==================== block 1
block_1/clock_map.png
Scale bar: 10 um.
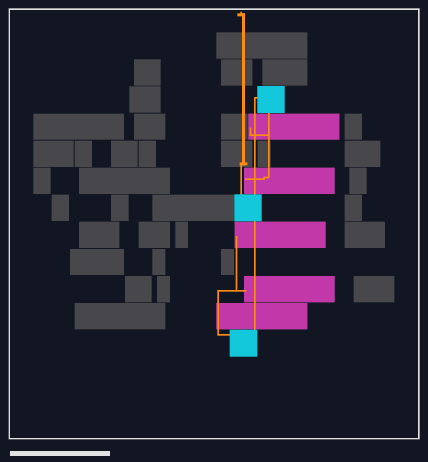
## src/rtl/clla_adder_m_if.sv

```systemverilog
// Operand/result bundle for the 4-bit carry-lookahead adder slice.
// Gout/Pout exist only when CLLA_GROUP_PG_EN is defined.
interface clla_adder_m_if;
   logic [3:0] A;
   logic [3:0] B;
   logic       Cin;
   logic [3:0] F;
   logic       Cout;
`ifdef CLLA_GROUP_PG_EN
   logic       Gout;
   logic       Pout;
`endif

`ifdef CLLA_GROUP_PG_EN
   modport master (output A, output B, output Cin, input F, input Cout, input Gout, input Pout);
   modport slave  (input A, input B, input Cin, output F, output Cout, output Gout, output Pout);
`else
   modport master (output A, output B, output Cin, input F, input Cout);
   modport slave  (input A, input B, input Cin, output F, output Cout);
`endif
endinterface

```

## src/rtl/clla_adder_m.sv

```systemverilog
// 4-bit carry-lookahead adder with registered sum/carry-out.
// Optional group generate/propagate outputs under CLLA_GROUP_PG_EN.
module clla_adder_m (
   input  logic           clk,
   input  logic           rst_n,
   clla_adder_m_if.slave  bus
);

   localparam int unsigned W = 4;

   logic [W-1:0] g;
   logic [W-1:0] p;
   logic [W:0]   c;
   logic [W-1:0] sum_d;
   logic [W-1:0] sum_q;
   logic         cout_d;
   logic         cout_q;

   // Every carry is a flat sum-of-products of g/p/Cin; none reuses a lower carry.
   always_comb begin
      g = bus.A & bus.B;
      p = bus.A ^ bus.B;
      c = '0;
      c[0] = bus.Cin;
      c[1] = g[0]
           | (p[0] & bus.Cin);
      c[2] = g[1]
           | (p[1] & g[0])
           | (p[1] & p[0] & bus.Cin);
      c[3] = g[2]
           | (p[2] & g[1])
           | (p[2] & p[1] & g[0])
           | (p[2] & p[1] & p[0] & bus.Cin);
      c[4] = g[3]
           | (p[3] & g[2])
           | (p[3] & p[2] & g[1])
           | (p[3] & p[2] & p[1] & g[0])
           | (p[3] & p[2] & p[1] & p[0] & bus.Cin);
      sum_d  = p ^ c[W-1:0];
      cout_d = c[W];
   end

   always_ff @(posedge clk or negedge rst_n) begin
      if (!rst_n) begin
         sum_q  <= '0;
         cout_q <= 1'b0;
      end else begin
         sum_q  <= sum_d;
         cout_q <= cout_d;
      end
   end

   assign bus.F    = sum_q;
   assign bus.Cout = cout_q;

`ifdef CLLA_GROUP_PG_EN
   logic grp_g_d;
   logic grp_p_d;
   logic grp_g_q;
   logic grp_p_q;

   // Group terms for a second-level lookahead unit: c4 == G | (P & Cin).
   always_comb begin
      grp_g_d = g[3]
              | (p[3] & g[2])
              | (p[3] & p[2] & g[1])
              | (p[3] & p[2] & p[1] & g[0]);
      grp_p_d = p[3] & p[2] & p[1] & p[0];
   end

   always_ff @(posedge clk or negedge rst_n) begin
      if (!rst_n) begin
         grp_g_q <= 1'b0;
         grp_p_q <= 1'b0;
      end else begin
         grp_g_q <= grp_g_d;
         grp_p_q <= grp_p_d;
      end
   end

   assign bus.Gout = grp_g_q;
   assign bus.Pout = grp_p_q;
`endif

endmodule

```

## src/flat_wrapper.sv

```systemverilog
// flat-port wrapper written by rule: the top's interface ports become plain ports
module clla_adder_m_flat 
  (clk, rst_n, bus_A, bus_B, bus_Cin, bus_F, bus_Cout);
  clla_adder_m_if bus_i ();
  input  logic clk;
  input  logic rst_n;
  input wire logic [$bits(bus_i.A)-1:0] bus_A;
  input wire logic [$bits(bus_i.B)-1:0] bus_B;
  input wire logic [$bits(bus_i.Cin)-1:0] bus_Cin;
  output wire logic [$bits(bus_i.F)-1:0] bus_F;
  output wire logic [$bits(bus_i.Cout)-1:0] bus_Cout;
  assign bus_i.A = bus_A;
  assign bus_i.B = bus_B;
  assign bus_i.Cin = bus_Cin;
  assign bus_F = bus_i.F;
  assign bus_Cout = bus_i.Cout;
  clla_adder_m u_core (.clk(clk), .rst_n(rst_n), .bus(bus_i));
endmodule
```

## config.mk

```make
export PLATFORM = sky130hd
export DESIGN_NAME = clla_adder_m_flat
export DESIGN_NICKNAME = d
export VERILOG_FILES = /design/src/rtl/clla_adder_m_if.sv /design/src/rtl/clla_adder_m.sv /design/src/flat_wrapper.sv
export SDC_FILE = /design/constraint.sdc
export NUM_CORES = 1
export LEC_CHECK = 0
export CAP_MARGIN = 20
export CORE_AREA = 2 2 39 41
export DETAILED_ROUTE_END_ITERATION = 8
export DIE_AREA = 0 0 41 43
export GPL_TIMING_DRIVEN = 0
export SYNTH_ARGS = -nofsm -noshare
export SYNTH_HDL_FRONTEND = slang
export SYNTH_SLANG_ARGS = --single-unit
```

## constraint.sdc

```tcl
create_clock -name clk -period 0.8 [get_ports clk]
set_input_delay 0.08 -clock clk [delete_from_list [all_inputs] [get_ports clk]]
set_output_delay 0.08 -clock clk [all_outputs]
set_load 0.01 [all_outputs]
```

==> run_summary.xml <==
<?xml version="1.0" encoding="UTF-8"?>
<metrics>
  <group name="critical_path">
    <metric name="end_kind" unit="">output port</metric>
    <metric name="worstSetupStartpointType" unit="">flip-flop</metric>
    <metric name="worst_path_dominant_cell_family" unit="">flip-flops</metric>
    <metric name="required_time_of_the_critical_path" unit="ns">0.72</metric>
    <metric name="timing.critical_path.slowest_stage_cell" unit="">sky130_fd_sc_hd__dfrtp_1</metric>
  </group>
  <group name="synthesis">
    <metric name="synthTopCellsByCount" unit="">5 x sky130_fd_sc_hd__dfrtp_1, 4 x sky130_fd_sc_hd__ha_1, 4 x sky130_fd_sc_hd__inv_1</metric>
    <metric name="synth-cells-yosys" unit="">22</metric>
    <metric name="post_synth_inst_count" unit="">22</metric>
    <metric name="synth-main-ff-cell" unit="">sky130_fd_sc_hd__dfrtp_1</metric>
    <metric name="netlist.area_leader.share" unit="%">45.9</metric>
    <metric name="cell_type_with_the_largest_total_area" unit="">sky130_fd_sc_hd__dfrtp_1</metric>
  </group>
  <group name="route">
    <metric name="post_drt_wl_per_cell" unit="um">8.83</metric>
    <metric name="postRouteAntennaNets" unit="">0</metric>
    <metric name="avgViaCountPerCell" unit="">4.00</metric>
  </group>
  <group name="finish">
    <metric name="drive_gt1_share" unit="%">52.4</metric>
    <metric name="finish.instance_area" unit="sq um">505</metric>
    <metric name="num-nets-final" unit="">59</metric>
    <metric name="final_core_util" unit="%">36.5</metric>
    <metric name="fillerInstances" unit="">147</metric>
  </group>
  <group name="power">
    <metric name="sw_power" unit="uW">217</metric>
    <metric name="p_per_area" unit="nW/um^2">1690</metric>
  </group>
  <group name="timing">
    <metric name="period_needed" unit="ns">0.805</metric>
    <metric name="worst_slack" unit="ns">-0.00513</metric>
    <metric name="finalSetupViolCount" unit="">1</metric>
  </group>
  <group name="place">
    <metric name="port_bufs" unit="">15</metric>
  </group>
  <group name="global_route">
    <metric name="grt_first_pass_wirelength" unit="um">848</metric>
    <metric name="global_route.overflow_total" unit="">0</metric>
  </group>
  <group name="status">
    <metric name="outcome" unit="">finished, violations left</metric>
    <metric name="violations" unit="">setup timing</metric>
  </group>
  <group name="clock_network">
    <metric name="clock_tree_from_tritoncts" unit="">built</metric>
    <metric name="cts_hold_repair.buffers" unit="">0</metric>
  </group>
  <group name="floorplanning">
    <metric name="vertical_extent_of_the_die" unit="um">43</metric>
  </group>
</metrics>
About block_1/clock_map.png:
[clock wires] orange | length: 74.0 um
[cells driving clock nets] cyan | count: 3
[flip-flops] magenta | count: 5
routed clock nets: 4
clock share of power: 32.7%
clock network power consumption: 280 uW

==> cell type report <==
class	instances	area [sq um]	share of cell area, %
Clock buffer	4	26.3	5.20
Timing Repair Buffer	16	134	26.5
Multi-Input combinational cell	13	185	36.6
Tap cell	16	20.0	3.96
Inverter	4	15.0	2.97
Sequential cell	5	125	24.8
==> path summary, 6_finish.rpt <==
kind,slack (ns),end,cells past startpoint
setup / recovery,-0.005,bus_F[2],1
hold / removal,0.06,u_core.bus.F[1],1
max in group asynchronous,0.56,u_core.bus.F[3],1
min in group clk,0.20,u_core.bus.Cout,3
==> cells by family after synthesis <==
logic type / synth area share, %
AOI/OAI and AO/OA: 13.3
adders and majority gates: 25.7
DFF: 45.9
buffers and inverters: 5.50
xor gates and xnor gates: 9.63
==> flip-flops by register name, summed over array words and instances, names as in the netlist <==
name / flops
u_core.bus.F: 4
u_core.bus.Cout: 1
==> routing by layer <==
| metal | global-route usage, % | vias to the layer above | share of wire [%] |
|---|---|---|---|
| met4 | 10.0 | 0 | 2.7 |
| li1 | - | 111 | - |
| met5 | 0 | - | 0 |
| met2 | 11.6 | 15 | 52 |
| met3 | 0 | 2 | 11 |
| met1 | 7.52 | 104 | 34 |

==================== block 2
block_2/final_clocks.png
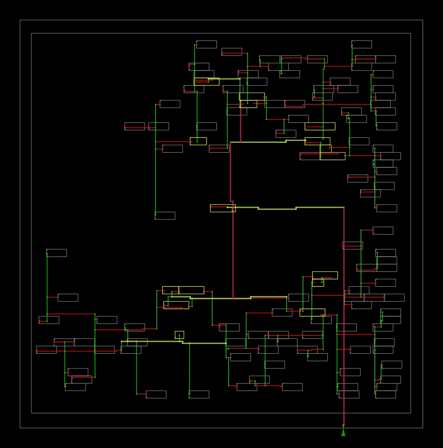
block_2/met4.png
Cells faint in the background.
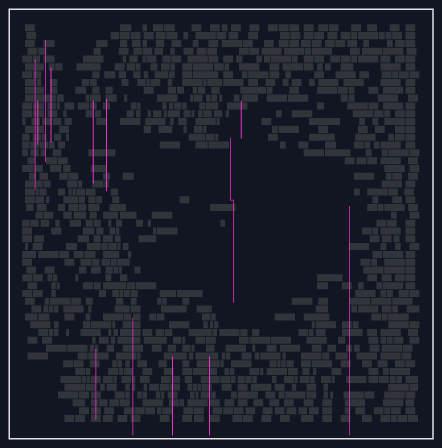
`src/rtl/mem_stage_pkg.sv`:
```
// Shared constants for the MEM stage: opcodes, reset values and the load-type decode.
// Pure definitions; no logic, no latency, no backpressure.
package mem_stage_pkg;

    localparam logic [5:0] OP_LW  = 6'h23;
    localparam logic [5:0] OP_LH  = 6'h21;
    localparam logic [5:0] OP_LHU = 6'h25;
    localparam logic [5:0] OP_LB  = 6'h20;
    localparam logic [5:0] OP_LBU = 6'h24;
    localparam logic [5:0] OP_SW  = 6'h2b;
    localparam logic [5:0] OP_SH  = 6'h29;
    localparam logic [5:0] OP_SB  = 6'h28;

    localparam logic [31:0] PC_RESET_DEFAULT = 32'h0000_3000;
    localparam logic [31:0] INSTR_RESET      = 32'h0000_0000;
    localparam logic [4:0]  REG_ZERO         = 5'd0;

    typedef enum logic [2:0] {
        LD_NONE,
        LD_W,
        LD_H,
        LD_HU,
        LD_B,
        LD_BU
    } ld_type_t;

    function automatic ld_type_t decode_load(input logic [5:0] op);
        case (op)
            OP_LW:   return LD_W;
            OP_LH:   return LD_H;
            OP_LHU:  return LD_HU;
            OP_LB:   return LD_B;
            OP_LBU:  return LD_BU;
            default: return LD_NONE;
        endcase
    endfunction

endpackage

```
`src/rtl/mem_stage_load_ext.sv`:
```
// Load data extraction: selects the byte/halfword lane and sign- or zero-extends it.
// Purely combinational; no backpressure.
module load_ext
    import mem_stage_pkg::*;
(
    input  logic [31:0] rdata,
    input  logic [1:0]  a,
    input  ld_type_t    ld_type,
    output logic [31:0] data
);

    logic [7:0]  byte_lane;
    logic [15:0] half_lane;

    always_comb begin
        byte_lane = rdata[{a, 3'b000} +: 8];
        half_lane = a[1] ? rdata[31:16] : rdata[15:0];
        case (ld_type)
            LD_W:    data = rdata;
            LD_H:    data = {{16{half_lane[15]}}, half_lane};
            LD_HU:   data = {16'h0000, half_lane};
            LD_B:    data = {{24{byte_lane[7]}}, byte_lane};
            LD_BU:   data = {24'h00_0000, byte_lane};
            default: data = 32'h0000_0000;
        endcase
    end

endmodule

```
`src/rtl/mem_stage.sv`:
```
// MEM stage: drives the data-memory port combinationally and registers MEM/WB (1 cycle).
// No backpressure: MEM/WB updates every cycle, stalls arrive upstream as bubbles.
module mem_stage
    import mem_stage_pkg::*;
#(
    parameter logic [31:0] PC_RESET = PC_RESET_DEFAULT,
    parameter int          ERRCNT_W = 8
) (
    input  logic                clk,
    input  logic                reset,
    input  logic [31:0]         m_PC,
    input  logic [31:0]         m_Instr,
    input  logic [4:0]          m_WriteReg,
    input  logic [31:0]         m_Eout,
    input  logic [31:0]         m_RD2,
    input  logic [31:0]         m_data_rdata,
    output logic [31:0]         m_data_addr,
    output logic [31:0]         m_data_wdata,
    output logic [3:0]          m_data_byteen,
    output logic [31:0]         m_inst_addr,
    output logic [31:0]         MEMWB_PC,
    output logic [31:0]         MEMWB_Instr,
    output logic [4:0]          MEMWB_WriteReg,
    output logic [31:0]         MEMWB_Wdata,
    output logic                align_err,
    output logic [ERRCNT_W-1:0] align_err_cnt
);

    logic [5:0]  op;
    logic [1:0]  a;
    ld_type_t    ld_type;
    logic        is_load;
    logic        word_acc;
    logic        half_acc;
    logic        misalign;
    logic [31:0] load_data;

    assign op          = m_Instr[31:26];
    assign a           = m_Eout[1:0];
    assign m_data_addr = {m_Eout[31:2], 2'b00};
    assign m_inst_addr = m_PC;

    always_comb begin
        ld_type  = decode_load(op);
        is_load  = (ld_type != LD_NONE);
        word_acc = (op == OP_LW) || (op == OP_SW);
        half_acc = (op == OP_LH) || (op == OP_LHU) || (op == OP_SH);
        misalign = (word_acc && (a != 2'b00)) || (half_acc && a[0]);
    end

    // Store data is replicated across lanes; the byte enables pick the live lane.
    always_comb begin
        m_data_byteen = 4'b0000;
        m_data_wdata  = 32'h0000_0000;
        case (op)
            OP_SW: begin
                m_data_byteen = 4'b1111;
                m_data_wdata  = m_RD2;
            end
            OP_SH: begin
                m_data_byteen = 4'b0011 << a;
                m_data_wdata  = {2{m_RD2[15:0]}};
            end
            OP_SB: begin
                m_data_byteen = 4'b0001 << a;
                m_data_wdata  = {4{m_RD2[7:0]}};
            end
            default: ;
        endcase
        if (misalign) begin
            m_data_byteen = 4'b0000;
        end
    end

    load_ext u_load_ext (
        .rdata   (m_data_rdata),
        .a       (a),
        .ld_type (ld_type),
        .data    (load_data)
    );

    always_ff @(posedge clk) begin
        if (reset) begin
            MEMWB_PC       <= PC_RESET;
            MEMWB_Instr    <= INSTR_RESET;
            MEMWB_WriteReg <= REG_ZERO;
            MEMWB_Wdata    <= 32'h0000_0000;
            align_err      <= 1'b0;
            align_err_cnt  <= '0;
        end else begin
            MEMWB_PC    <= m_PC;
            MEMWB_Instr <= m_Instr;
            // A misaligned load must not retire a write to the register file.
            if (is_load && misalign) begin
                MEMWB_WriteReg <= REG_ZERO;
                MEMWB_Wdata    <= 32'h0000_0000;
            end else begin
                MEMWB_WriteReg <= m_WriteReg;
                MEMWB_Wdata    <= is_load ? load_data : m_Eout;
            end
            if (misalign) begin
                align_err <= 1'b1;
                if (!(&align_err_cnt)) begin
                    align_err_cnt <= align_err_cnt + ERRCNT_W'(1);
                end
            end
        end
    end

endmodule

```
`config.mk`:
```
export PLATFORM = sky130hd
export DESIGN_NAME = mem_stage
export DESIGN_NICKNAME = d
export VERILOG_FILES = /design/src/rtl/mem_stage_pkg.sv /design/src/rtl/mem_stage_load_ext.sv /design/src/rtl/mem_stage.sv
export SDC_FILE = /design/constraint.sdc
export NUM_CORES = 1
export LEC_CHECK = 0
export CORE_AREA = 4 4 143 145
export CTS_CLUSTER_SIZE = 16
export DETAILED_ROUTE_END_ITERATION = 8
export DIE_AREA = 0 0 147 149
export PLACE_DENSITY = 0.74
export SYNTH_ARGS = -nofsm -noshare
export SYNTH_HDL_FRONTEND = slang
export SYNTH_SLANG_ARGS = --single-unit
```
`constraint.sdc`:
```
create_clock -name clk -period 1.9 [get_ports clk]
set_input_delay 0.38 -clock clk [delete_from_list [all_inputs] [get_ports clk]]
set_output_delay 0.38 -clock clk [all_outputs]
set_load 0.02 [all_outputs]
```
==> run_summary.xml <==
<?xml version="1.0" encoding="UTF-8"?>
<metrics>
  <group name="critical_path">
    <metric name="worstPathCellList" unit="">buf_8 &gt; nand2b_4 &gt; nor4b_4 &gt; buf_4 &gt; a21o_1 &gt; buf_12 &gt; a22o_1 &gt; buf_6</metric>
    <metric name="timing.critical_path.from" unit="">m_Instr[30]</metric>
    <metric name="worstSetupStartpointType" unit="">input port</metric>
    <metric name="cp_slowest_stage_delay" unit="ns">0.25</metric>
    <metric name="path_buffers" unit="">4</metric>
    <metric name="crit_path_end" unit="">m_data_wdata[10]</metric>
    <metric name="required_time_of_the_critical_path" unit="ns">1.52</metric>
  </group>
  <group name="place">
    <metric name="post_dp_cell_area" unit="sq um">8990</metric>
    <metric name="finalWeightedCongestion" unit="">0.826</metric>
  </group>
  <group name="route">
    <metric name="post_drt_wl_per_cell" unit="um">17.1</metric>
    <metric name="detailroute.wirelength.met2" unit="mm">10.2</metric>
    <metric name="detailedRoute.firstIterationViolations" unit="">168</metric>
    <metric name="drcViolationCount" unit="">0</metric>
    <metric name="highest_metal_layer_with_signal_wires" unit="">met4</metric>
  </group>
  <group name="status">
    <metric name="outcome" unit="">finished, violations left</metric>
    <metric name="violations" unit="">setup timing</metric>
  </group>
  <group name="min_path">
    <metric name="whs_endpoint" unit="">MEMWB_Instr[29]</metric>
    <metric name="hold_class" unit="">input port to flip-flop</metric>
    <metric name="hold_path_startpoint" unit="">m_Instr[29]</metric>
  </group>
  <group name="global_route">
    <metric name="global_route.usage.met2" unit="%">30.4</metric>
    <metric name="use_met3" unit="%">4.80</metric>
    <metric name="gr-usage-all-layers" unit="%">16.9</metric>
    <metric name="number_of_antenna_violations_at_the_first_check_in_global_routing" unit="">0</metric>
  </group>
  <group name="timing">
    <metric name="hold_viol_final" unit="">0</metric>
    <metric name="finalSetupViolCount" unit="">9</metric>
    <metric name="worst_slack" unit="ns">-0.0485</metric>
    <metric name="max_slew_violation_total_from_the_final_report" unit="">0</metric>
  </group>
  <group name="synthesis">
    <metric name="post_synth_inst_count" unit="">525</metric>
    <metric name="yosys_warnings" unit="">0</metric>
    <metric name="syn-cell-area" unit="sq um">4920</metric>
    <metric name="yosysMostFrequentCell" unit="">sky130_fd_sc_hd__dfxtp_1</metric>
    <metric name="async_reset_ff_share" unit="%">0</metric>
  </group>
  <group name="clock_network">
    <metric name="clock_tree_from_tritoncts" unit="">built</metric>
    <metric name="max-clock-path-buffers" unit="">2</metric>
    <metric name="cts_buffers" unit="">9</metric>
  </group>
  <group name="finish">
    <metric name="drive_gt1_share" unit="%">21.6</metric>
    <metric name="num-nets-final" unit="">1062</metric>
  </group>
  <group name="floorplanning">
    <metric name="die_w" unit="um">147</metric>
    <metric name="dieArea" unit="sq um">21900</metric>
    <metric name="fp_util" unit="%">25.6</metric>
  </group>
  <group name="power">
    <metric name="comb_cell_power" unit="mW">1.53</metric>
    <metric name="p_per_area" unit="nW/um^2">640</metric>
    <metric name="top_power_group" unit="">registers</metric>
    <metric name="combPwrFrac" unit="%">25.2</metric>
    <metric name="internal-power" unit="mW">4.36</metric>
  </group>
  <group name="job">
    <metric name="max_cap_violations" unit="">0</metric>
  </group>
</metrics>
## Picture notes: block_2/final_clocks.png
FF+latch count: 110
source-to-sink clock delay at the later pin of the worst-skew pair: 0.35 ns

## Picture notes: block_2/met4.png
main direction: vertical
wire length on this layer: 459 um
share of all routed wire: 2.3%
total wire length: 19.9 mm
overall via count from detail_route: 5,112

-- what timing repair did --
item | in CTS | in global routing
buffers inserted | 9 | 2
endpoints found under the setup margin | 84 | 75
resized | 240 | 29
cloned | 1 | 0
pin swaps | 12 | 8
-- stage by stage --
step           cells  hold slack (ns)  setup WS, ns  power [mW]
4_1_cts         1162            0.441       -0.0858        6.16
3_5_place_dp    1136            0.451        -0.967        4.03
2_1_floorplan    526            0.484       -0.0327        3.16
5_1_grt         1164            0.362        -0.113        6.33
6_report        1164            0.362       -0.0485        6.09
3_3_place_gp    1136            0.434        -0.907        4.02
-- layout make-up --
type | instances | area, sq um
Clock buffer | 9 | 225
Fill cell | 1783 | 9690
Sequential cell | 110 | 2200
Multi-Input combinational cell | 315 | 2240
Inverter | 4 | 15.0
Timing Repair Buffer | 454 | 4400
Tap cell | 265 | 332
Clock inverter | 7 | 110
-- state kept, by name, indices dropped and copies added, names as in the netlist --
| register | count |
|---|---|
| MEMWB_PC | 32 |
| align_err | 1 |
| align_err_cnt | 8 |
| MEMWB_Instr | 32 |
| MEMWB_Wdata | 32 |
| MEMWB_WriteReg | 5 |

==================== block 3
block_3/wire_density.png
19 x 19 tiles, from dark blue (low) to red (high), scaled to the fullest tile. Values are wire area over tile area, all layers added.
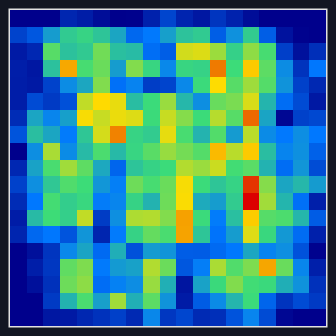
block_3/final_clocks.png
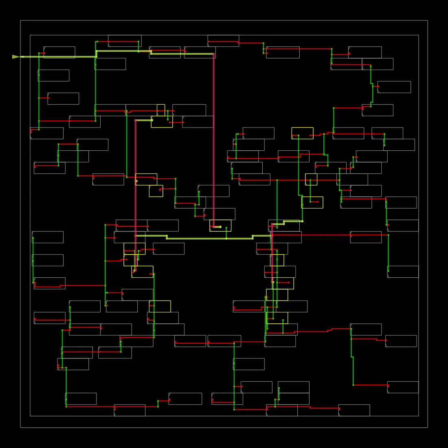
**src/rtl/err_event_ctr_pkg.sv**
```systemverilog
// Shared types and helpers for the per-channel error event counter.
// Holds the channel FSM state encoding and the counter saturation value helper.
package err_event_ctr_pkg;

    typedef enum logic [1:0] {
        ST_IDLE  = 2'd0,
        ST_PULSE = 2'd1,
        ST_HELD  = 2'd2,
        ST_REARM = 2'd3
    } ch_state_e;

    // All-ones value of a counter of the given width (1..32), returned in 32 bits.
    function automatic logic [31:0] cnt_max(input int width);
        if (width >= 32)
            return 32'hFFFF_FFFF;
        else
            return (32'd1 << width) - 32'd1;
    endfunction

endpackage

```
**src/rtl/err_event_ch.sv**
```systemverilog
// One error channel: edge-qualifying FSM with low-sample holdoff, saturating
// event counter, saturation flag and (with ERR_EVENT_CTR_IRQ_EN) sticky irq.
//
// Handshake: none; err_in is a level, incr_pulse is a single-cycle registered
// strobe raised the cycle after err_in is first sampled high in ST_IDLE.
module err_event_ch
    import err_event_ctr_pkg::*;
#(
    parameter int CNT_W   = 8,
    parameter int HOLDOFF = 2
`ifdef ERR_EVENT_CTR_IRQ_EN
    ,
    parameter int THRESH  = 16
`endif
) (
    input  logic             clk,
    input  logic             rst_n,
    input  logic             err_in,
    input  logic             clr,
    output logic             incr_pulse,
    output logic [CNT_W-1:0] cnt,
`ifdef ERR_EVENT_CTR_IRQ_EN
    output logic             irq,
`endif
    output logic             sat
);

    localparam logic [31:0]      CNT_MAX32 = cnt_max(CNT_W);
    localparam logic [CNT_W-1:0] CNT_MAX   = CNT_MAX32[CNT_W-1:0];
    // The low sample that leaves PULSE/HELD is itself the first holdoff sample,
    // so with HOLDOFF of 0 or 1 that sample already completes the holdoff.
    localparam ch_state_e        LOW_EXIT  = (HOLDOFF > 1) ? ST_REARM : ST_IDLE;
    localparam logic [7:0]       HOLD_LAST = 8'((HOLDOFF > 0) ? HOLDOFF - 1 : 0);

    ch_state_e        state;
    logic [7:0]       hold_cnt;
    logic             evt;
    logic [CNT_W-1:0] cnt_nxt;

    assign evt = (state == ST_IDLE) && err_in;

    // Next counter value: clear takes priority but never drops a same-edge event.
    always_comb begin
        cnt_nxt = cnt;
        if (clr)
            cnt_nxt = evt ? CNT_W'(1) : '0;
        else if (evt && (cnt != CNT_MAX))
            cnt_nxt = cnt + 1'b1;
    end

    // Channel FSM with holdoff counter and registered event pulse.
    always_ff @(posedge clk) begin
        if (!rst_n) begin
            state      <= ST_IDLE;
            hold_cnt   <= 8'd0;
            incr_pulse <= 1'b0;
        end else begin
            incr_pulse <= evt;
            case (state)
                ST_IDLE: begin
                    if (err_in)
                        state <= ST_PULSE;
                end
                ST_PULSE, ST_HELD: begin
                    if (err_in) begin
                        state <= ST_HELD;
                    end else begin
                        state    <= LOW_EXIT;
                        hold_cnt <= 8'd1;
                    end
                end
                ST_REARM: begin
                    if (err_in) begin
                        state    <= ST_HELD;
                        hold_cnt <= 8'd0;
                    end else if (hold_cnt >= HOLD_LAST) begin
                        state    <= ST_IDLE;
                        hold_cnt <= 8'd0;
                    end else begin
                        hold_cnt <= hold_cnt + 8'd1;
                    end
                end
                default: state <= ST_IDLE;
            endcase
        end
    end

    // Saturating counter and its registered saturation flag.
    always_ff @(posedge clk) begin
        if (!rst_n) begin
            cnt <= '0;
            sat <= 1'b0;
        end else begin
            cnt <= cnt_nxt;
            sat <= (cnt_nxt == CNT_MAX);
        end
    end

`ifdef ERR_EVENT_CTR_IRQ_EN
    localparam logic [CNT_W-1:0] THRESH_C = CNT_W'(THRESH);

    // Sticky threshold interrupt; clear beats a same-edge set.
    always_ff @(posedge clk) begin
        if (!rst_n)
            irq <= 1'b0;
        else if (clr)
            irq <= 1'b0;
        else if (evt && (cnt_nxt == THRESH_C))
            irq <= 1'b1;
    end
`else
    // No threshold interrupt in this build.
`endif

endmodule

```
**src/rtl/err_event_ctr.sv**
```systemverilog
// Multi-channel error event counter: NUM_CH independent err_event_ch channels
// plus a registered readout mux (one cycle latency, 0 for unused selects).
// Optional feature macro: ERR_EVENT_CTR_IRQ_EN adds THRESH and the irq output.
module err_event_ctr
    import err_event_ctr_pkg::*;
#(
    parameter int NUM_CH  = 4,
    parameter int CNT_W   = 8,
    parameter int HOLDOFF = 2,
`ifdef ERR_EVENT_CTR_IRQ_EN
    parameter int THRESH  = 16,
`endif
    parameter int SEL_W   = (NUM_CH > 1) ? $clog2(NUM_CH) : 1
) (
    input  logic              clk,
    input  logic              rst_n,
    input  logic [NUM_CH-1:0] err_in,
    input  logic [NUM_CH-1:0] clr,
    input  logic [SEL_W-1:0]  rd_sel,
    output logic [NUM_CH-1:0] incr_pulse,
    output logic [CNT_W-1:0]  rd_cnt,
`ifdef ERR_EVENT_CTR_IRQ_EN
    output logic [NUM_CH-1:0] irq,
`endif
    output logic [NUM_CH-1:0] sat
);

    logic [CNT_W-1:0] cnt_arr [NUM_CH];

    for (genvar g = 0; g < NUM_CH; g++) begin : g_ch
        err_event_ch #(
            .CNT_W   (CNT_W),
`ifdef ERR_EVENT_CTR_IRQ_EN
            .THRESH  (THRESH),
`endif
            .HOLDOFF (HOLDOFF)
        ) u_ch (
            .clk        (clk),
            .rst_n      (rst_n),
            .err_in     (err_in[g]),
            .clr        (clr[g]),
            .incr_pulse (incr_pulse[g]),
            .cnt        (cnt_arr[g]),
`ifdef ERR_EVENT_CTR_IRQ_EN
            .irq        (irq[g]),
`endif
            .sat        (sat[g])
        );
    end

    // Registered readout of the selected channel counter.
    always_ff @(posedge clk) begin
        if (!rst_n)
            rd_cnt <= '0;
        else if (32'(rd_sel) < NUM_CH)
            rd_cnt <= cnt_arr[rd_sel];
        else
            rd_cnt <= '0;
    end

endmodule

```
**config.mk**
```make
export PLATFORM = sky130hd
export DESIGN_NAME = err_event_ctr
export DESIGN_NICKNAME = d
export VERILOG_FILES = /design/src/rtl/err_event_ctr_pkg.sv /design/src/rtl/err_event_ch.sv /design/src/rtl/err_event_ctr.sv
export SDC_FILE = /design/constraint.sdc
export NUM_CORES = 1
export LEC_CHECK = 0
export CAP_MARGIN = 5
export CORE_MARGIN = 2
export CORE_UTILIZATION = 54
export CTS_CLUSTER_DIAMETER = 100
export DETAILED_ROUTE_END_ITERATION = 12
export PLACE_DENSITY_LB_ADDON = 0.12
export SYNTH_ARGS = -nofsm -noshare
export SYNTH_HDL_FRONTEND = slang
export SYNTH_SLANG_ARGS = --single-unit
```
**constraint.sdc**
```tcl
create_clock -name clk -period 1.9 [get_ports clk]
set_clock_uncertainty 0.15 [all_clocks]
set_input_delay 0.38 -clock clk [delete_from_list [all_inputs] [get_ports clk]]
set_output_delay 0.38 -clock clk [all_outputs]
set_load 0.01 [all_outputs]
```
==> run_summary.xml <==
<?xml version="1.0" encoding="UTF-8"?>
<metrics>
  <group name="status">
    <metric name="outcome" unit="">finished clean</metric>
  </group>
  <group name="finish">
    <metric name="layout-area-overhead-vs-synth" unit="%">29.0</metric>
    <metric name="num-nets-final" unit="">662</metric>
    <metric name="diodes" unit="">0</metric>
    <metric name="drive_gt1_share" unit="%">25.0</metric>
    <metric name="layout.cells.non_filler" unit="">736</metric>
    <metric name="final_core_util" unit="%">71.7</metric>
    <metric name="clk_share" unit="%">3.23</metric>
    <metric name="nonClockBufferCount" unit="">115</metric>
  </group>
  <group name="clock_network">
    <metric name="cts_hold_repair.buffers" unit="">0</metric>
    <metric name="cts.root.buffer_cell" unit="">sky130_fd_sc_hd__clkbuf_8</metric>
    <metric name="max-clock-path-buffers" unit="">2</metric>
    <metric name="path_clk_slew" unit="ns">0.09</metric>
    <metric name="numClockSinks" unit="">88</metric>
  </group>
  <group name="place">
    <metric name="detailedPlace.worstSlack" unit="ns">-0.448</metric>
    <metric name="finalWeightedCongestion" unit="">0.915</metric>
    <metric name="port_bufs" unit="">27</metric>
  </group>
  <group name="synthesis">
    <metric name="total_nets_after_synthesis" unit="">561</metric>
    <metric name="synth-main-ff-cell" unit="">sky130_fd_sc_hd__dfxtp_1</metric>
    <metric name="cell_type_with_the_largest_total_area" unit="">sky130_fd_sc_hd__dfxtp_1</metric>
    <metric name="netlist.area_leader.share" unit="%">38.6</metric>
    <metric name="yosysSeqAreaShare" unit="%">38.6</metric>
    <metric name="post_synth_main_area_contributors" unit="">sky130_fd_sc_hd__dfxtp_1 39%, sky130_fd_sc_hd__ha_1 6.6%, sky130_fd_sc_hd__nor2_1 6.3%</metric>
    <metric name="synth.avg_cell_area" unit="sq um">8.70</metric>
    <metric name="yosys_warnings" unit="">0</metric>
    <metric name="async_reset_ff_share" unit="%">0</metric>
    <metric name="yosysMostFrequentCell" unit="">sky130_fd_sc_hd__dfxtp_1</metric>
  </group>
  <group name="route">
    <metric name="detailroute.wirelength.met2" unit="mm">5.18</metric>
    <metric name="highest_metal_layer_with_signal_wires" unit="">met4</metric>
    <metric name="detailedRoute.firstIterationViolations" unit="">161</metric>
    <metric name="detailroute.wirelength.met3" unit="um">353</metric>
    <metric name="drcViolationCount" unit="">0</metric>
  </group>
  <group name="floorplanning">
    <metric name="die_w" unit="um">96.0</metric>
    <metric name="tap_cells" unit="">105</metric>
    <metric name="placement_rows" unit="">33</metric>
    <metric name="io_pins" unit="">28</metric>
    <metric name="dieArea" unit="sq um">9210</metric>
  </group>
  <group name="critical_path">
    <metric name="timing.critical_path.depth" unit="">5</metric>
    <metric name="regToRegSetupSlack" unit="ns">0.03</metric>
    <metric name="worstSetupStartpointType" unit="">input port</metric>
    <metric name="criticalPathCategory" unit="">input port to flip-flop</metric>
    <metric name="worstPathArrival" unit="ns">2.02</metric>
    <metric name="end_kind" unit="">flip-flop</metric>
    <metric name="worstPathMaxFanout" unit="">5</metric>
    <metric name="required_time_of_the_critical_path" unit="ns">2.04</metric>
    <metric name="timing.critical_path.slowest_stage_cell" unit="">sky130_fd_sc_hd__clkdlybuf4s50_1</metric>
    <metric name="worstPathCellList" unit="">clkdlybuf4s50_1 &gt; and4_4 &gt; o21ai_0 &gt; a2111oi_2 &gt; o2111a_1</metric>
  </group>
  <group name="job">
    <metric name="warning_count" unit="">40</metric>
  </group>
  <group name="min_path">
    <metric name="hold_depth" unit="">2</metric>
    <metric name="hold_class" unit="">input port to flip-flop</metric>
  </group>
  <group name="global_route">
    <metric name="global_route.usage.met2" unit="%">40.4</metric>
    <metric name="grt.busiest_layer" unit="">met2</metric>
    <metric name="use_met3" unit="%">3.37</metric>
  </group>
  <group name="timing">
    <metric name="hold_slack" unit="ns">0.263</metric>
    <metric name="hold_viol_final" unit="">0</metric>
    <metric name="rsz0062_at_grt" unit="">yes</metric>
    <metric name="tightestPinTransition" unit="ns">0.387</metric>
    <metric name="worst_slack" unit="ns">0.0185</metric>
    <metric name="aggregate_negative_setup_slack" unit="ns">0</metric>
    <metric name="finalSetupViolCount" unit="">0</metric>
    <metric name="max_slew_violation_total_from_the_final_report" unit="">0</metric>
    <metric name="achievable-frequency" unit="MHz">531</metric>
  </group>
  <group name="power">
    <metric name="comb_cell_power" unit="mW">1.41</metric>
    <metric name="p_leak" unit="nW">2.38</metric>
    <metric name="top_power_group" unit="">registers</metric>
    <metric name="vdd_drop_max" unit="uV">530</metric>
  </group>
</metrics>
About block_3/wire_density.png:
emptiest ninth of the die: bottom left
nearly empty tiles: 6.6%
tiles over half the peak: 28%
fullest tile: 0.53
overall via count from detail_route: 4,194
Tot GR Track Use: 24.6%

About block_3/final_clocks.png:
clock network power consumption: 1.25 mW
FF+latch count: 88
source-to-sink clock delay at the later pin of the worst-skew pair: 0.35 ns
Clock Buffer Count: 11
number of CTS-inserted buffers: 9

[flip-flops by register name (all words and copies together), names as in the netlist]
name and count:
g_ch.u_ch.cnt 32, g_ch.u_ch.hold_cnt 32, g_ch.u_ch.incr_pulse 4, g_ch.u_ch.sat 4, g_ch.u_ch.state 8, rd_cnt 8
[worst paths after layout]
| path | from | endpoint |
|---|---|---|
| setup / recovery | err_in[1] | g_ch[1].u_ch.sat |
| hold / removal | err_in[2] | g_ch[2].u_ch.incr_pulse |
| setup reg to reg | g_ch[2].u_ch.state[1] | g_ch[2].u_ch.sat |
| hold reg to reg | g_ch[2].u_ch.hold_cnt[7] | g_ch[2].u_ch.hold_cnt[7] |
[cells by family (layout without fill, tap and decap cells)]
| family | count (synthesis) | in the layout | synth area share [%] |
|---|---|---|---|
| adders and majority gates | 24 | 24 | 6.58 |
| xor gates and xnor gates | 18 | 18 | 3.45 |
| DFF | 88 | 88 | 38.6 |
| buffers and inverters | 53 | 159 | 5.45 |
| AOI/OAI and AO/OA | 99 | 99 | 14.2 |
| and+or+nand+nor | 221 | 221 | 24.6 |
| muxes | 22 | 22 | 7.18 |

==================== block 4
block_4/wire_density.png
17 x 17 tiles, from dark blue (low) to red (high), scaled to the fullest tile. Values are wire area over tile area, all layers added.
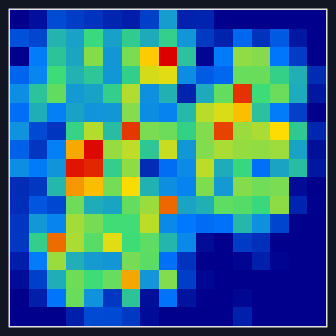
block_4/registers.png
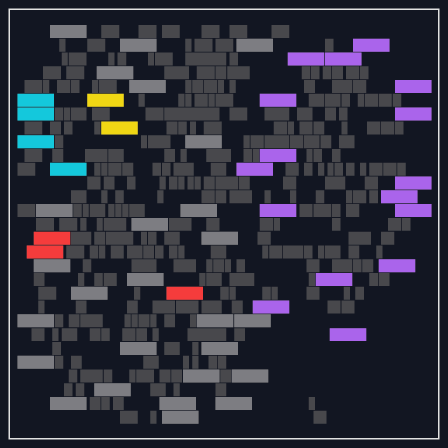
block_4/clock_map.png
Scale bar: 20 um.
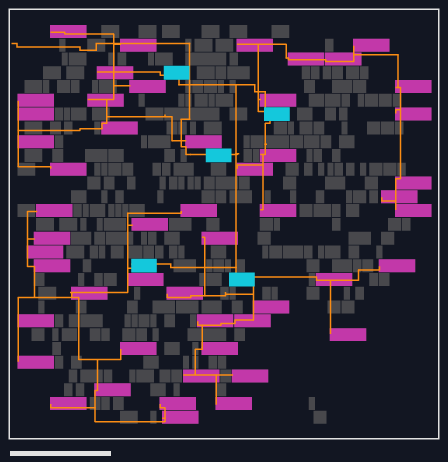
<file path="src/rtl/stim_pkg.sv">
// stim_pkg: definitions shared by the stimulation slot scheduler.
//   state_t           - scheduler FSM states, exposed on the top-level debug port
//   DEFAULT_DEAD_TIME - default dead-time around mux switching, in clk cycles
//   DEFAULT_TIMEOUT   - default watchdog limit, in clk cycles
//   MAX_NCH           - widest supported channel count
//   onehot()          - index to one-hot vector, MAX_NCH bits wide
package stim_pkg;

  typedef enum logic [2:0] {
    ST_IDLE       = 3'd0,
    ST_PRE_GUARD  = 3'd1,
    ST_RUN        = 3'd2,
    ST_DRAIN      = 3'd3,
    ST_POST_GUARD = 3'd4,
    ST_FAULT      = 3'd5
  } state_t;

  localparam int DEFAULT_DEAD_TIME = 20;
  localparam int DEFAULT_TIMEOUT   = 6000000;
  localparam int MAX_NCH           = 16;

  function automatic logic [MAX_NCH-1:0] onehot(input logic [3:0] idx);
    logic [MAX_NCH-1:0] v;
    v      = '0;
    v[idx] = 1'b1;
    return v;
  endfunction

endpackage

</file>
<file path="src/rtl/rr_arbiter.sv">
// rr_arbiter: combinational round-robin pick.
// Returns the first set req bit at or after ptr, wrapping modulo NCH.
//   req    in  NCH          request vector
//   ptr    in  $clog2(NCH)  highest-priority index for this pick
//   winner out $clog2(NCH)  granted index (0 when valid is low)
//   valid  out 1            at least one request is set
module rr_arbiter #(
  parameter int NCH = 4
) (
  input  logic [NCH-1:0]         req,
  input  logic [$clog2(NCH)-1:0] ptr,
  output logic [$clog2(NCH)-1:0] winner,
  output logic                   valid
);

  int idx;

  // Walk offsets from farthest to nearest so the nearest requester
  // (smallest offset from ptr) is the last to overwrite winner.
  always_comb begin
    winner = '0;
    valid  = 1'b0;
    idx    = 0;
    for (int k = NCH - 1; k >= 0; k--) begin
      idx = int'(ptr) + k;
      if (idx >= NCH) idx = idx - NCH;
      if (req[idx]) begin
        winner = ($clog2(NCH))'(idx);
        valid  = 1'b1;
      end
    end
  end

endmodule

</file>
<file path="src/rtl/stim_slot_scheduler.sv">
// stim_slot_scheduler: time-shares one triphasic pulse generator between NCH
// electrode channels. A round-robin grant connects one channel through a
// one-hot mux, with DEAD_TIME cycles of generator-off either side of the
// connection, and runs the generator for PULSES_PER_SLOT completed pulses.
//
// Ports:
//   clk        in  1            system clock
//   reset      in  1            synchronous, active-low reset
//   req        in  NCH          per-channel request, level-sensitive
//   gen_a      in  1            generator A output (positive phases)
//   gen_b      in  1            generator B output (negative phase)
//   gen_c      in  1            generator C output (grounded / idle)
//   gen_enable out 1            generator enable
//   ch_sel     out NCH          one-hot mux select, all-zero = disconnected
//   busy       out 1            high in every state except IDLE
//   slot_done  out 1            one-cycle pulse when a slot finishes
//   slot_ch    out $clog2(NCH)  channel of the finished slot, valid with slot_done
//   fault      out 1            watchdog fault (0 unless STIM_WATCHDOG_EN)
//   state_dbg  out state_t      current FSM state
//
// Request semantics: req[i] is a level. It is sampled for arbitration only in
// IDLE; once granted, req[winner] falling asks the slot to end after the
// pulse in progress. There is no separate acknowledge beyond ch_sel/slot_done.
//
// Optional build: define STIM_WATCHDOG_EN to add a watchdog that forces the
// FAULT state (left only by reset) when no pulse completes within TIMEOUT
// cycles of RUN/DRAIN, or when gen_a and gen_b are seen high together.
module stim_slot_scheduler
  import stim_pkg::*;
#(
  parameter int NCH             = 4,
  parameter int PULSES_PER_SLOT = 8,
  parameter int DEAD_TIME       = DEFAULT_DEAD_TIME,
  parameter int CNT_W           = 16,
  parameter int TIMEOUT         = DEFAULT_TIMEOUT
) (
  input  logic                   clk,
  input  logic                   reset,
  input  logic [NCH-1:0]         req,
  input  logic                   gen_a,
  input  logic                   gen_b,
  input  logic                   gen_c,
  output logic                   gen_enable,
  output logic [NCH-1:0]         ch_sel,
  output logic                   busy,
  output logic                   slot_done,
  output logic [$clog2(NCH)-1:0] slot_ch,
  output logic                   fault,
  output state_t                 state_dbg
);

  localparam int IW = $clog2(NCH);

  state_t               state;
  logic [IW-1:0]        winner;
  logic [IW-1:0]        rr_ptr;
  logic [CNT_W-1:0]     guard_cnt;
  logic [CNT_W-1:0]     pulse_cnt;
  logic                 neg_seen;
  logic                 a_prev;
  logic                 quiet_seen;

  logic [IW-1:0]        arb_winner;
  logic                 arb_valid;
  logic [MAX_NCH-1:0]   arb_onehot;

  logic                 win_req;
  logic                 pulse_done;
  logic                 last_pulse;
  logic                 quiet;
  logic                 guard_end;
  logic                 wd_trip;

  function automatic logic [CNT_W-1:0] sat_inc(input logic [CNT_W-1:0] v);
    return (v == {CNT_W{1'b1}}) ? v : v + 1'b1;
  endfunction

  rr_arbiter #(.NCH(NCH)) u_arb (
    .req    (req),
    .ptr    (rr_ptr),
    .winner (arb_winner),
    .valid  (arb_valid)
  );

  assign arb_onehot = onehot(4'(arb_winner));
  assign win_req    = req[winner];
  // A pulse is complete when gen_a falls after a negative phase was seen.
  assign pulse_done = a_prev & ~gen_a & neg_seen;
  assign last_pulse = (pulse_cnt >= CNT_W'(PULSES_PER_SLOT - 1));
  assign quiet      = gen_c & ~gen_a & ~gen_b;
  assign guard_end  = (guard_cnt >= CNT_W'(DEAD_TIME - 1));
  assign state_dbg  = state;

`ifdef STIM_WATCHDOG_EN
  localparam int WD_W = $clog2(TIMEOUT + 1);
  logic [WD_W-1:0] wd_cnt;
  logic            wd_active;

  assign wd_active = (state == ST_RUN) || (state == ST_DRAIN);
  assign wd_trip   = wd_active &&
                     ((wd_cnt >= WD_W'(TIMEOUT - 1)) || (gen_a && gen_b));

  // Counts cycles spent in RUN/DRAIN since the last completed pulse.
  always_ff @(posedge clk) begin
    if (!reset || !wd_active || (state == ST_RUN && pulse_done))
      wd_cnt <= '0;
    else if (wd_cnt != {WD_W{1'b1}})
      wd_cnt <= wd_cnt + 1'b1;
  end
`else
  assign wd_trip = 1'b0;
`endif

  always_ff @(posedge clk) begin
    if (!reset) begin
      state      <= ST_IDLE;
      winner     <= '0;
      rr_ptr     <= '0;
      guard_cnt  <= '0;
      pulse_cnt  <= '0;
      neg_seen   <= 1'b0;
      a_prev     <= 1'b0;
      quiet_seen <= 1'b0;
      gen_enable <= 1'b0;
      ch_sel     <= '0;
      busy       <= 1'b0;
      slot_done  <= 1'b0;
      slot_ch    <= '0;
      fault      <= 1'b0;
    end else begin
      a_prev    <= gen_a;
      slot_done <= 1'b0;

      if (wd_trip) begin
        // Disconnect at once; no drain or guard on a fault.
        state      <= ST_FAULT;
        gen_enable <= 1'b0;
        ch_sel     <= '0;
        fault      <= 1'b1;
      end else begin
        case (state)
          ST_IDLE: begin
            if (arb_valid) begin
              winner    <= arb_winner;
              ch_sel    <= arb_onehot[NCH-1:0];
              guard_cnt <= '0;
              busy      <= 1'b1;
              state     <= ST_PRE_GUARD;
            end
          end

          ST_PRE_GUARD: begin
            if (guard_end) begin
              guard_cnt  <= '0;
              pulse_cnt  <= '0;
              neg_seen   <= 1'b0;
              gen_enable <= 1'b1;
              state      <= ST_RUN;
            end else begin
              guard_cnt <= sat_inc(guard_cnt);
            end
          end

          ST_RUN: begin
            if (pulse_done) begin
              pulse_cnt <= sat_inc(pulse_cnt);
              neg_seen  <= 1'b0;
              if (last_pulse || !win_req) begin
                gen_enable <= 1'b0;
                quiet_seen <= 1'b0;
                state      <= ST_DRAIN;
              end
            end else begin
              // Both outputs high together is not a valid negative phase.
              if (gen_b && !gen_a) neg_seen <= 1'b1;
              // Early end with no pulse in flight: stop without waiting.
              if (!win_req && !neg_seen && !gen_a && !gen_b) begin
                gen_enable <= 1'b0;
                quiet_seen <= 1'b0;
                state      <= ST_DRAIN;
              end
            end
          end

          ST_DRAIN: begin
            // Needs two consecutive idle samples before moving the mux.
            if (quiet) begin
              quiet_seen <= 1'b1;
              if (quiet_seen) begin
                guard_cnt <= '0;
                state     <= ST_POST_GUARD;
              end
            end else begin
              quiet_seen <= 1'b0;
            end
          end

          ST_POST_GUARD: begin
            if (guard_end) begin
              ch_sel    <= '0;
              slot_done <= 1'b1;
              slot_ch   <= winner;
              rr_ptr    <= (winner == IW'(NCH - 1)) ? '0 : winner + 1'b1;
              busy      <= 1'b0;
              state     <= ST_IDLE;
            end else begin
              guard_cnt <= sat_inc(guard_cnt);
            end
          end

          ST_FAULT: begin
            gen_enable <= 1'b0;
            ch_sel     <= '0;
          end

          default: state <= ST_IDLE;
        endcase
      end
    end
  end

endmodule

</file>
<file path="config.mk">
export PLATFORM = sky130hd
export DESIGN_NAME = stim_slot_scheduler
export DESIGN_NICKNAME = d
export VERILOG_FILES = /design/src/rtl/stim_pkg.sv /design/src/rtl/rr_arbiter.sv /design/src/rtl/stim_slot_scheduler.sv
export SDC_FILE = /design/constraint.sdc
export NUM_CORES = 1
export LEC_CHECK = 0
export CORE_MARGIN = 1
export CORE_UTILIZATION = 40
export DETAILED_ROUTE_END_ITERATION = 16
export GPL_TIMING_DRIVEN = 0
export PLACE_DENSITY = 0.6
export SYNTH_ARGS = -nofsm -noshare
export SYNTH_HDL_FRONTEND = slang
export SYNTH_HIERARCHICAL = 1
export SYNTH_SLANG_ARGS = --single-unit
</file>
<file path="constraint.sdc">
create_clock -name clk -period 3.75 [get_ports clk]
set_input_delay 0.5625 -clock clk [delete_from_list [all_inputs] [get_ports clk]]
set_output_delay 0.5625 -clock clk [all_outputs]
set_load 0.005 [all_outputs]
</file>
==> run_summary.xml <==
<?xml version="1.0" encoding="UTF-8"?>
<metrics>
  <group name="synthesis">
    <metric name="yosysMostFrequentCell" unit="">sky130_fd_sc_hd__dfxtp_1</metric>
    <metric name="compound_cell_area_share_of_the_yosys_netlist" unit="%">20.2</metric>
    <metric name="topCombFamilyByArea" unit="">simple AND/OR/NAND/NOR gates</metric>
    <metric name="async_reset_ff_share" unit="%">0</metric>
    <metric name="synth-adder-area-share" unit="%">1.38</metric>
    <metric name="yosys.area_share.xor_xnor" unit="%">0</metric>
    <metric name="multiplexer_area_fraction_after_synthesis" unit="%">4.92</metric>
    <metric name="post_synth_inst_count" unit="">316</metric>
    <metric name="netlist.area_leader.share" unit="%">37.5</metric>
    <metric name="synth-main-ff-cell" unit="">sky130_fd_sc_hd__dfxtp_1</metric>
  </group>
  <group name="status">
    <metric name="outcome" unit="">finished clean</metric>
  </group>
  <group name="global_route">
    <metric name="pin_count_of_the_biggest_net_entering_global_routing" unit="">16</metric>
    <metric name="grt_pass1_vias" unit="">2259</metric>
    <metric name="grt_first_pass_wirelength" unit="mm">10.9</metric>
    <metric name="global_route.overflow_total" unit="">0</metric>
  </group>
  <group name="timing">
    <metric name="finalCritPeriodShare" unit="%">64.2</metric>
    <metric name="tightestPinTransition" unit="ns">0.712</metric>
    <metric name="hold_viol_final" unit="">0</metric>
    <metric name="max_slew_violation_total_from_the_final_report" unit="">0</metric>
    <metric name="finalSetupViolCount" unit="">0</metric>
    <metric name="aggregate_negative_setup_slack" unit="ns">0</metric>
  </group>
  <group name="critical_path">
    <metric name="worst_path_dominant_cell_family" unit="">multiplexers</metric>
    <metric name="criticalPathCategory" unit="">input port to flip-flop</metric>
    <metric name="worstSetupStartpointType" unit="">input port</metric>
    <metric name="worstPathCellList" unit="">clkdlybuf4s50_1 &gt; mux4_2 &gt; o211ai_2 &gt; o221ai_1 &gt; a211oi_2 &gt; mux2_2</metric>
  </group>
  <group name="place">
    <metric name="post_dp_cell_area" unit="sq um">3020</metric>
    <metric name="port_bufs" unit="">20</metric>
    <metric name="finalWeightedCongestion" unit="">0.846</metric>
  </group>
  <group name="clock_network">
    <metric name="max-clock-path-buffers" unit="">2</metric>
    <metric name="cts.root.buffer_cell" unit="">sky130_fd_sc_hd__clkbuf_8</metric>
    <metric name="path_clk_slew" unit="ns">0.10</metric>
  </group>
  <group name="finish">
    <metric name="drive_gt1_share" unit="%">10.2</metric>
    <metric name="numSequentialCells" unit="">51</metric>
    <metric name="n_multi_input_combinational_cell" unit="">248</metric>
    <metric name="combGateArea" unit="sq um">1600</metric>
    <metric name="dominant_cells" unit="">multi-input combinational cells</metric>
    <metric name="nonClockBufferCount" unit="">33</metric>
    <metric name="combAreaFraction" unit="%">51.0</metric>
    <metric name="most-common-layout-cells" unit="">51 x sky130_fd_sc_hd__dfxtp_1, 40 x sky130_fd_sc_hd__nor2_1, 26 x sky130_fd_sc_hd__nand2_1, 22 x sky130_fd_sc_hd__a21oi_1, 20 x sky130_fd_sc_hd__clkdlybuf4s50_1</metric>
    <metric name="final_common_cell" unit="">sky130_fd_sc_hd__dfxtp_1</metric>
    <metric name="fillerInstances" unit="">643</metric>
  </group>
  <group name="floorplanning">
    <metric name="fp_util" unit="%">42.1</metric>
    <metric name="die_w" unit="um">84.5</metric>
  </group>
  <group name="power">
    <metric name="totalPowerFinal" unit="mW">1.16</metric>
    <metric name="combPwrFrac" unit="%">15.9</metric>
    <metric name="sw_power" unit="uW">300</metric>
    <metric name="p_leak" unit="nW">1.09</metric>
    <metric name="power_switching_share" unit="%">25.9</metric>
  </group>
  <group name="route">
    <metric name="avgViaCountPerCell" unit="">5.87</metric>
    <metric name="postRouteAntennaNets" unit="">0</metric>
    <metric name="drcViolationCount" unit="">0</metric>
    <metric name="dr.pass1.iters" unit="">4</metric>
  </group>
  <group name="min_path">
    <metric name="hold_class" unit="">flip-flop to flip-flop</metric>
  </group>
</metrics>
About block_4/wire_density.png:
fullest tile: 0.43
densest ninth of the die: middle
mean over tiles: 0.14
total wire length: 6.37 mm
Tot GR Track Use: 18.9%
overall via count from detail_route: 2,472
Avg WL per Cell: 15.1 um

About block_4/registers.png:
| signal | color | placed flops |
|---|---|---|
| `ch_sel` | cyan | 4 |
| `state_dbg` | red | 3 |
| `pulse_cnt` | purple | 16 |
| `winner` | yellow | 2 |
combined flip-flop and latch cell area: 1020 sq um
Seq group: 571 uW
fraction of standard cell area that is sequential: 32.6%
Util after Layout: 48.5%

About block_4/clock_map.png:
[cells driving clock nets] cyan | count: 5
[clock wires] orange | length: 670 um
[flip-flops] magenta | count: 51
flops lie: widely spread
routed clock nets: 6
clock share of power: 34.9%
setup clock skew after layout: 0.0107 ns
source-to-sink clock delay at the later pin of the worst-skew pair: 0.31 ns
clock network power consumption: 404 uW

[through the flow]
step / cells / worst slack (ns) / util [%]
after floorplan: 316 / 1.64 / -
after global routing: 421 / 1.28 / 48.5
after CTS: 421 / 1.34 / 48.5
after detailed placement: 413 / 1.01 / 46.7
after global placement: 413 / 0.991 / 46.7
final: 421 / 1.34 / 48.5
[registers in the layout, indices dropped and copies added, names as in the netlist]
name,cells
gen_enable,1
neg_seen,1
quiet_seen,1
slot_done,1
ch_sel,4
rr_ptr,2
a_prev,1
pulse_cnt,16
state_dbg,3
winner,2
busy,1
slot_ch,2
guard_cnt,16
[layer usage]
| metal | track usage [%] | part of all wire, % | vias to the layer above |
|---|---|---|---|
| li1 | - | - | 1248 |
| met1 | 26.7 | 51 | 1185 |
| met2 | 29.3 | 45 | 31 |
| met3 | 3.34 | 2.6 | 8 |
| met4 | 5.86 | 1.2 | 0 |
| met5 | 0 | 0 | - |
[worst paths after layout]
check,from,end,slack [ns],cells past startpoint
setup / recovery,req[3],state_dbg[0],1.34,6
hold / removal,ch_sel[3],ch_sel[3],0.47,2
setup reg to reg,guard_cnt[0],pulse_cnt[6],1.48,7
hold reg to reg,ch_sel[3],ch_sel[3],0.47,2


==> gallery <==
Cell classes on the final placement.
(a)
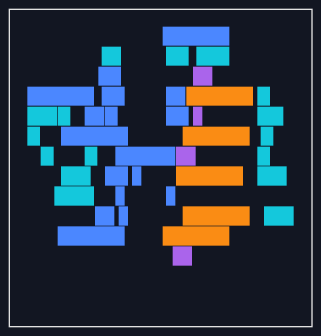
(b)
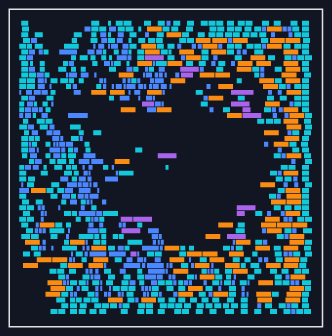
(c)
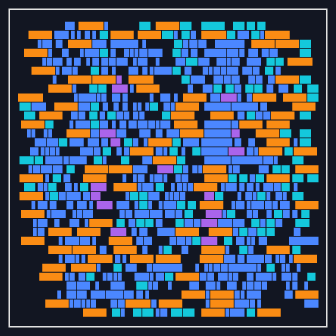
(d)
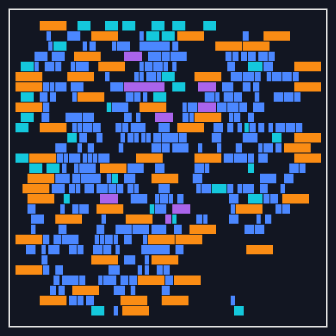
- fewest sequential cells: (a)
(d): block 4
(c): block 3
(a): block 1
(b): block 2

Power and IR drop assume default switching activity.
